=== reg_bank4_flat ===
Fig. 1: reg_bank4_flat, placement view
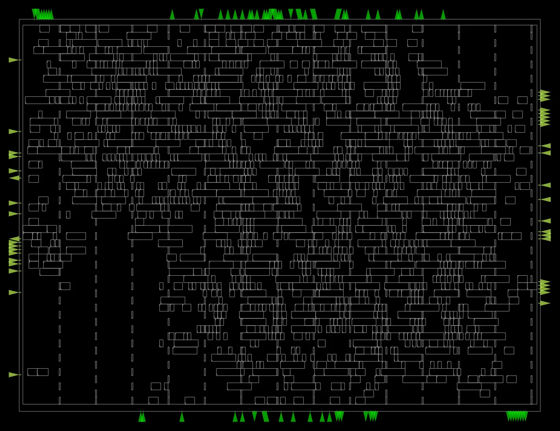

## src/rtl/reg_bank4_if.sv

```systemverilog
// reg_bank4_if: write/read/error bus for reg_bank4
// Signals: wr_sel, wr_data, rd_req, rd_addr0/1 and err_clr run master -> slave;
// rd_data0/1, rd_valid and err_multi run slave -> master.
interface reg_bank4_if #(
    parameter int WIDTH = 32
);
    logic [3:0]       wr_sel;
    logic [WIDTH-1:0] wr_data;
    logic             rd_req;
    logic [1:0]       rd_addr0;
    logic [1:0]       rd_addr1;
    logic [WIDTH-1:0] rd_data0;
    logic [WIDTH-1:0] rd_data1;
    logic             rd_valid;
    logic             err_multi;
    logic             err_clr;
    modport master (
        output wr_sel, wr_data, rd_req, rd_addr0, rd_addr1, err_clr,
        input  rd_data0, rd_data1, rd_valid, err_multi
    );
    modport slave (
        input  wr_sel, wr_data, rd_req, rd_addr0, rd_addr1, err_clr,
        output rd_data0, rd_data1, rd_valid, err_multi
    );
endinterface

```

## src/rtl/reg_bank4.sv

```systemverilog
// reg_bank4: four-entry register bank with one-hot write select, two registered read ports and a sticky multi-hot error flag
// Ports: clk; reset (async, active-high); bus (reg_bank4_if.slave).
// Option: REG_BANK4_BYPASS_EN forwards same-edge legal write data to a read of the written entry.
module reg_bank4 #(
    parameter int WIDTH = 32
) (
    input logic        clk,
    input logic        reset,
    reg_bank4_if.slave bus
);
    logic [WIDTH-1:0] e [4];
    logic             multi;
    logic             one_hot;
    logic [WIDTH-1:0] q0;
    logic [WIDTH-1:0] q1;
    always_comb begin
        // x & (x-1) is nonzero exactly when two or more bits are set
        multi = |(bus.wr_sel & (bus.wr_sel - 4'd1));
        one_hot = |bus.wr_sel && !multi;
`ifdef REG_BANK4_BYPASS_EN
        q0 = one_hot && bus.wr_sel[bus.rd_addr0] ? bus.wr_data : e[bus.rd_addr0];
        q1 = one_hot && bus.wr_sel[bus.rd_addr1] ? bus.wr_data : e[bus.rd_addr1];
`else
        q0 = e[bus.rd_addr0];
        q1 = e[bus.rd_addr1];
`endif
    end
    always_ff @(posedge clk or posedge reset) begin
        if (reset) begin
            for (int i = 0; i < 4; i++) e[i] <= '0;
            bus.rd_data0 <= '0;
            bus.rd_data1 <= '0;
            bus.rd_valid <= 1'b0;
            bus.err_multi <= 1'b0;
        end else begin
            for (int i = 0; i < 4; i++) if (one_hot && bus.wr_sel[i]) e[i] <= bus.wr_data;
            if (bus.rd_req) begin
                bus.rd_data0 <= q0;
                bus.rd_data1 <= q1;
            end
            bus.rd_valid <= bus.rd_req;
            // a new multi-hot select wins over a simultaneous clear
            bus.err_multi <= multi || (bus.err_multi && !bus.err_clr);
        end
    end
endmodule

```

## src/flat_wrapper.sv

```systemverilog
// flat-port wrapper written by rule: the top's interface ports become plain ports
module reg_bank4_flat 
#(
    parameter int WIDTH = 32
)
  (clk, reset, bus_wr_sel, bus_wr_data, bus_rd_req, bus_rd_addr0, bus_rd_addr1, bus_err_clr, bus_rd_data0, bus_rd_data1, bus_rd_valid, bus_err_multi);
  reg_bank4_if #(.WIDTH(WIDTH)) bus_i ();
  input logic clk;
  input logic reset;
  input wire logic [$bits(bus_i.wr_sel)-1:0] bus_wr_sel;
  input wire logic [$bits(bus_i.wr_data)-1:0] bus_wr_data;
  input wire logic [$bits(bus_i.rd_req)-1:0] bus_rd_req;
  input wire logic [$bits(bus_i.rd_addr0)-1:0] bus_rd_addr0;
  input wire logic [$bits(bus_i.rd_addr1)-1:0] bus_rd_addr1;
  input wire logic [$bits(bus_i.err_clr)-1:0] bus_err_clr;
  output wire logic [$bits(bus_i.rd_data0)-1:0] bus_rd_data0;
  output wire logic [$bits(bus_i.rd_data1)-1:0] bus_rd_data1;
  output wire logic [$bits(bus_i.rd_valid)-1:0] bus_rd_valid;
  output wire logic [$bits(bus_i.err_multi)-1:0] bus_err_multi;
  assign bus_i.wr_sel = bus_wr_sel;
  assign bus_i.wr_data = bus_wr_data;
  assign bus_i.rd_req = bus_rd_req;
  assign bus_i.rd_addr0 = bus_rd_addr0;
  assign bus_i.rd_addr1 = bus_rd_addr1;
  assign bus_i.err_clr = bus_err_clr;
  assign bus_rd_data0 = bus_i.rd_data0;
  assign bus_rd_data1 = bus_i.rd_data1;
  assign bus_rd_valid = bus_i.rd_valid;
  assign bus_err_multi = bus_i.err_multi;
  reg_bank4 #(.WIDTH(WIDTH)) u_core (.clk(clk), .reset(reset), .bus(bus_i));
endmodule
```

## config.mk

```make
export PLATFORM = sky130hd
export DESIGN_NAME = reg_bank4_flat
export DESIGN_NICKNAME = d
export VERILOG_FILES = /design/src/rtl/reg_bank4_if.sv /design/src/rtl/reg_bank4.sv /design/src/flat_wrapper.sv
export SDC_FILE = /design/constraint.sdc
export NUM_CORES = 1
export LEC_CHECK = 0
export ABC_AREA = 1
export CAP_MARGIN = 15
export CORE_ASPECT_RATIO = 0.75
export CORE_MARGIN = 1
export CORE_UTILIZATION = 35
export DETAILED_ROUTE_END_ITERATION = 7
export HOLD_SLACK_MARGIN = 0.08
export SLEW_MARGIN = 20
export SYNTH_ARGS = -nofsm -noshare
export SYNTH_HDL_FRONTEND = slang
export SYNTH_SLANG_ARGS = --single-unit
export TNS_END_PERCENT = 5
```

## constraint.sdc

```tcl
create_clock -name clk -period 17.48 [get_ports clk]
set_clock_uncertainty 0.1 [all_clocks]
set_input_delay 5.244 -clock clk [delete_from_list [all_inputs] [get_ports clk]]
set_output_delay 5.244 -clock clk [all_outputs]
set_load 0.03 [all_outputs]
```

=== branch_resolve ===
==> config.mk <==
export PLATFORM = sky130hd
export DESIGN_NAME = branch_resolve
export DESIGN_NICKNAME = d
export VERILOG_FILES = /design/src/rtl/branch_resolve.sv
export SDC_FILE = /design/constraint.sdc
export NUM_CORES = 1
export LEC_CHECK = 0
export ABC_AREA = 1
export CORE_ASPECT_RATIO = 1.4
export CORE_UTILIZATION = 50
export DETAILED_ROUTE_END_ITERATION = 6
export GPL_ROUTABILITY_DRIVEN = 1
export PLACE_DENSITY = 0.84
export SYNTH_ARGS = -nofsm -noshare
export SYNTH_HDL_FRONTEND = slang
export SYNTH_SLANG_ARGS = --single-unit
==> constraint.sdc <==
create_clock -name i_clk -period 2.9 [get_ports i_clk]
set_input_delay 0.29 -clock i_clk [delete_from_list [all_inputs] [get_ports i_clk]]
set_output_delay 0.29 -clock i_clk [all_outputs]
set_load 0.01 [all_outputs]
==> src/rtl/branch_resolve.sv <==
// EX-stage branch resolution: computes the real outcome and target of
// BRANCH/JAL/JALR, compares them with the fetch prediction, issues a
// registered redirect on mispredict, and holds o_flush for a fixed number
// of cycles while the wrong-path IF/ID instructions drain. Two performance
// counters track resolved transfers and mispredicts.
module branch_resolve #(
    parameter int FLUSH_CYCLES = 2,
    parameter int CNT_W        = 32
) (
    input  logic             i_clk,
    input  logic             i_rst,
    input  logic             i_valid,
    input  logic             i_stall,
    input  logic             i_is_br,
    input  logic             i_is_jal,
    input  logic             i_is_jalr,
    input  logic [2:0]       i_funct3,
    input  logic [31:0]      i_pc,
    input  logic [31:0]      i_imm,
    input  logic [31:0]      i_rs1_data,
    input  logic             i_pred_taken,
    input  logic [31:0]      i_pred_target,
    input  logic             i_br_eq,
    input  logic             i_br_lt,
    output logic             o_br_un,
    output logic             o_redirect,
    output logic [31:0]      o_redirect_pc,
    output logic             o_flush,
    output logic             o_taken,
    output logic             o_illegal,
    output logic [CNT_W-1:0] o_br_cnt,
    output logic [CNT_W-1:0] o_mispred_cnt
);

    typedef enum logic {
        IDLE  = 1'b0,
        FLUSH = 1'b1
    } state_t;

    // Counter is preloaded with FLUSH_CYCLES-1 so the FLUSH state lasts
    // exactly FLUSH_CYCLES cycles, including the one where it reaches zero.
    localparam logic [3:0] FLUSH_LOAD = 4'(FLUSH_CYCLES - 1);

    state_t             state_q, state_d;
    logic [3:0]         flush_cnt_q, flush_cnt_d;
    logic               redirect_q, redirect_d;
    logic [31:0]        redirect_pc_q, redirect_pc_d;
    logic               taken_q, taken_d;
    logic               illegal_q, illegal_d;
    logic [CNT_W-1:0]   br_cnt_q, br_cnt_d;
    logic [CNT_W-1:0]   mispred_cnt_q, mispred_cnt_d;

    logic               resolve;
    logic               is_illegal;
    logic               cond;
    logic               taken;
    logic [31:0]        target;
    logic [31:0]        fall_through;
    logic               mispredict;

    // Comparator signedness follows funct3 bit 1 (BLTU/BGEU).
    assign o_br_un = i_funct3[1];

    // Outcome, target and mispredict evaluation for the current EX instruction.
    always_comb begin
        resolve    = i_valid & ~i_stall & (i_is_br | i_is_jal | i_is_jalr)
                     & (state_q == IDLE);
        is_illegal = i_is_br & (i_funct3[2:1] == 2'b01);

        cond = 1'b0;
        case (i_funct3)
            3'b000:          cond = i_br_eq;
            3'b001:          cond = ~i_br_eq;
            3'b100, 3'b110:  cond = i_br_lt;
            3'b101, 3'b111:  cond = ~i_br_lt;
            default:         cond = 1'b0;
        endcase

        taken        = i_is_jal | i_is_jalr | (i_is_br & cond);
        fall_through = i_pc + 32'd4;
        if (i_is_jalr) begin
            target = (i_rs1_data + i_imm) & ~32'h1;
        end else begin
            target = i_pc + i_imm;
        end

        mispredict = (taken != i_pred_taken)
                   | (taken & (target != i_pred_target));
    end

    // Next-state, flush countdown and registered-output updates.
    always_comb begin
        state_d       = state_q;
        flush_cnt_d   = flush_cnt_q;
        redirect_d    = 1'b0;
        illegal_d     = 1'b0;
        redirect_pc_d = redirect_pc_q;
        taken_d       = taken_q;
        br_cnt_d      = br_cnt_q;
        mispred_cnt_d = mispred_cnt_q;

        case (state_q)
            IDLE: begin
                if (resolve) begin
                    taken_d   = taken;
                    illegal_d = is_illegal;
                    br_cnt_d  = br_cnt_q + 1'b1;
                    if (mispredict) begin
                        redirect_d    = 1'b1;
                        redirect_pc_d = taken ? target : fall_through;
                        mispred_cnt_d = mispred_cnt_q + 1'b1;
                        state_d       = FLUSH;
                        flush_cnt_d   = FLUSH_LOAD;
                    end
                end
            end
            FLUSH: begin
                // Wrong-path inputs are ignored; stall does not extend the flush.
                if (flush_cnt_q == 4'd0) begin
                    state_d = IDLE;
                end else begin
                    flush_cnt_d = flush_cnt_q - 4'd1;
                end
            end
            default: begin
                state_d     = IDLE;
                flush_cnt_d = 4'd0;
            end
        endcase
    end

    // State and output registers with synchronous reset.
    always_ff @(posedge i_clk) begin
        if (i_rst) begin
            state_q       <= IDLE;
            flush_cnt_q   <= 4'd0;
            redirect_q    <= 1'b0;
            redirect_pc_q <= 32'd0;
            taken_q       <= 1'b0;
            illegal_q     <= 1'b0;
            br_cnt_q      <= '0;
            mispred_cnt_q <= '0;
        end else begin
            state_q       <= state_d;
            flush_cnt_q   <= flush_cnt_d;
            redirect_q    <= redirect_d;
            redirect_pc_q <= redirect_pc_d;
            taken_q       <= taken_d;
            illegal_q     <= illegal_d;
            br_cnt_q      <= br_cnt_d;
            mispred_cnt_q <= mispred_cnt_d;
        end
    end

    assign o_redirect    = redirect_q;
    assign o_redirect_pc = redirect_pc_q;
    assign o_flush       = (state_q == FLUSH);
    assign o_taken       = taken_q;
    assign o_illegal     = illegal_q;
    assign o_br_cnt      = br_cnt_q;
    assign o_mispred_cnt = mispred_cnt_q;

endmodule

## Gallery

Metal layers overlaid.
Scale: 1.5 px per um. Only two layers are drawn.
panel A
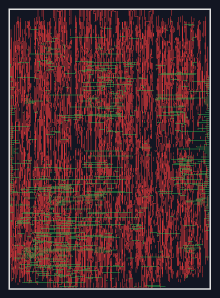
panel B
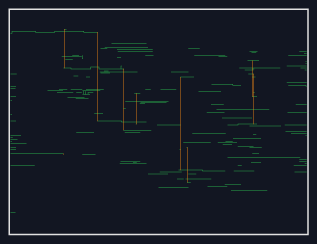
Of these, largest die: panel B
panel A -> branch_resolve
panel B -> reg_bank4_flat

Key to panel A:
[red] M2 | wire length: 27.1 mm
[green] M3 | wire length: 3800 um

Fig. 2: reg_bank4_flat, wires at chosen ports, followed through buffers
Scale: 1.5 px per um.
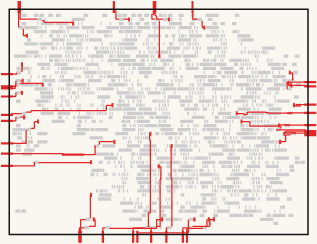
[red] `bus_wr_data` | bits: 32 | direction: input | edge: 9 left, 9 bottom, 8 right, 6 top | end cells: 32 | buffers: 32 | wire: 1000 um

About Fig. 1:
number of sequential storage elements: 194
total of fill cells in the finished design: 2889
final cell count without fillers: 1806
TAP cells: 385
sequential portion of the cell area: 0.407

==> notes.md, reg_bank4_flat <==
Here are the numbers from the latest Yosys + OpenROAD run.

The layout inverter count without the clock tree is 167. The max-slew headroom at the worst pin is 0.303. The core region is 0.0282 sq mm. Looking at the clock tree report, the root buffer type is sky130_fd_sc_hd__clkbuf_16.

The worst setup path is captured at a register. STA puts the critical path data arrival time at 7.31 ns. The number of cells on the worst hold path is listed as 2.

The antenna diode count is 0. The fraction of standard cell area in multi-input logic is 0.346. The logic gate share of total power is 0.249. The run finished with clean final reports.

During synthesis, Yosys emitted a total of 0 warnings. The measured slew at the worst slew-check pin is 1.05 ns. The report puts the hold buffer count at CTS at 0. The largest voltage drop on the vdd net is 0.0905 mV. In the Yosys report the total cell count is 1346. The largest family of logic cells by area is simple AND/OR/NAND/NOR gates. The share of the Yosys chip area taken by registers is 0.481. The area of combinational cells with multiple inputs is 0.00413 sq mm. Per the final layout report, the fraction of cells sized above drive strength 1 comes to 0.0992.

The per-cell via count in the routed design is 4.74. The registers reported with the highest flop counts are u_core.e (128), u_core.bus.rd_data0 (32), u_core.bus.rd_data1 (32). Detailed routing placed a total of 1420 um of wire on met3.

The final design instance area without fill came out at 0.0119 sq mm. The switching power share of the total came out at 0.321. Cell internal power was estimated by the tool at 0.934 mW.

The biggest slice of the total power is consumed by sequential cells. The total congestion overflow after global routing is 0. The required time at the endpoint of the critical path came out at 17.76 ns. The worst-case clock buffer depth is 2. Total global-route track usage over all layers is 0.195. From bottom edge to top edge, the die measures 149 um. The xor/xnor cell area share of the yosys netlist is 0.
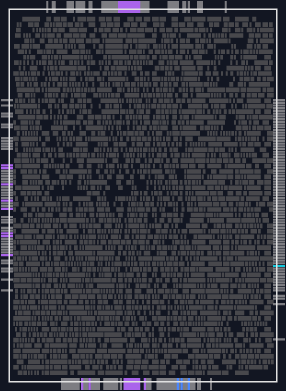
Fig. 3. Pin map (branch_resolve).
Scale: 2 px per um. Pins as bars across the die edge, other pins in grey.
[blue] `i_funct3` | pins: 3 | direction: input | edge: bottom
[cyan] `i_valid` | pins: 1 | direction: input | edge: right
[purple] `i_pred_target` | pins: 32 | direction: input | edge: 12 bottom, 12 top, 8 left
all pins by edge: 75 right, 66 bottom, 53 top, 48 left

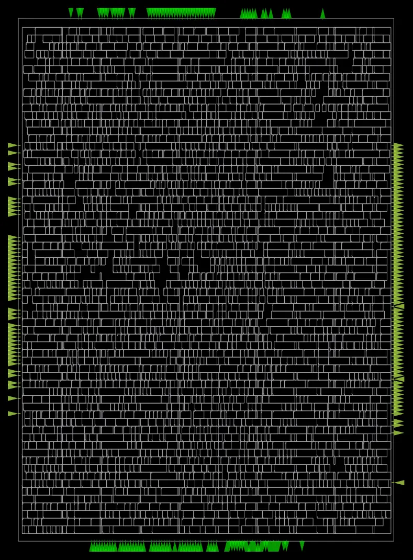
Fig. 4. Placement view (branch_resolve).
Finished Core Util: 0.834
TAP cells: 306

==> notes.md, branch_resolve <==
Here are the numbers from the latest Yosys + OpenROAD run.

The flow ran to the end, but the final reports show violations. The final reports fail on negative setup slack. The net count after synthesis is 2354.

The source of the worst hold timing path is i_pc[0]. The total congestion overflow after global routing came out at 0. The number of endpoints failing setup at the final stage is 70. The number of hold buffers added after CTS came out at 0.

The final-layout clock-cell area share came out at 0.0164. The worst hold slack came out at 0.342 ns. The layout inverter count without the clock tree came out at 335. The met1 global-route usage came out at 0.415.

The number of antenna violations at the first check in global routing came out at 1. The final worst-path setup slack is -0.158 ns. The number of buffers inserted by post-CTS setup repair came out at 12. Summing internal, switching and leakage power gives 5.98 mW. After floorplanning, the die was sized to cover 0.0247 sq mm.


==> screenshots <==
Met2 routing.
Scale: 2 px per um.
(a)
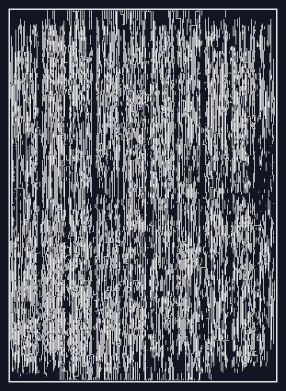
(b)
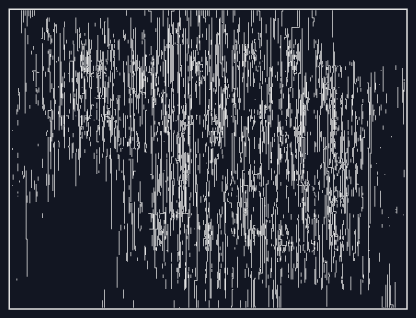
(a) comes from branch_resolve.
(b) comes from reg_bank4_flat.

Key to (b):
wire length on this layer: 12600 um
nets with wire on the layer: 1061
share of all routed wire: 46%
main direction: vertical
longest straight run: 71.1 um

Power and IR drop assume default switching activity.
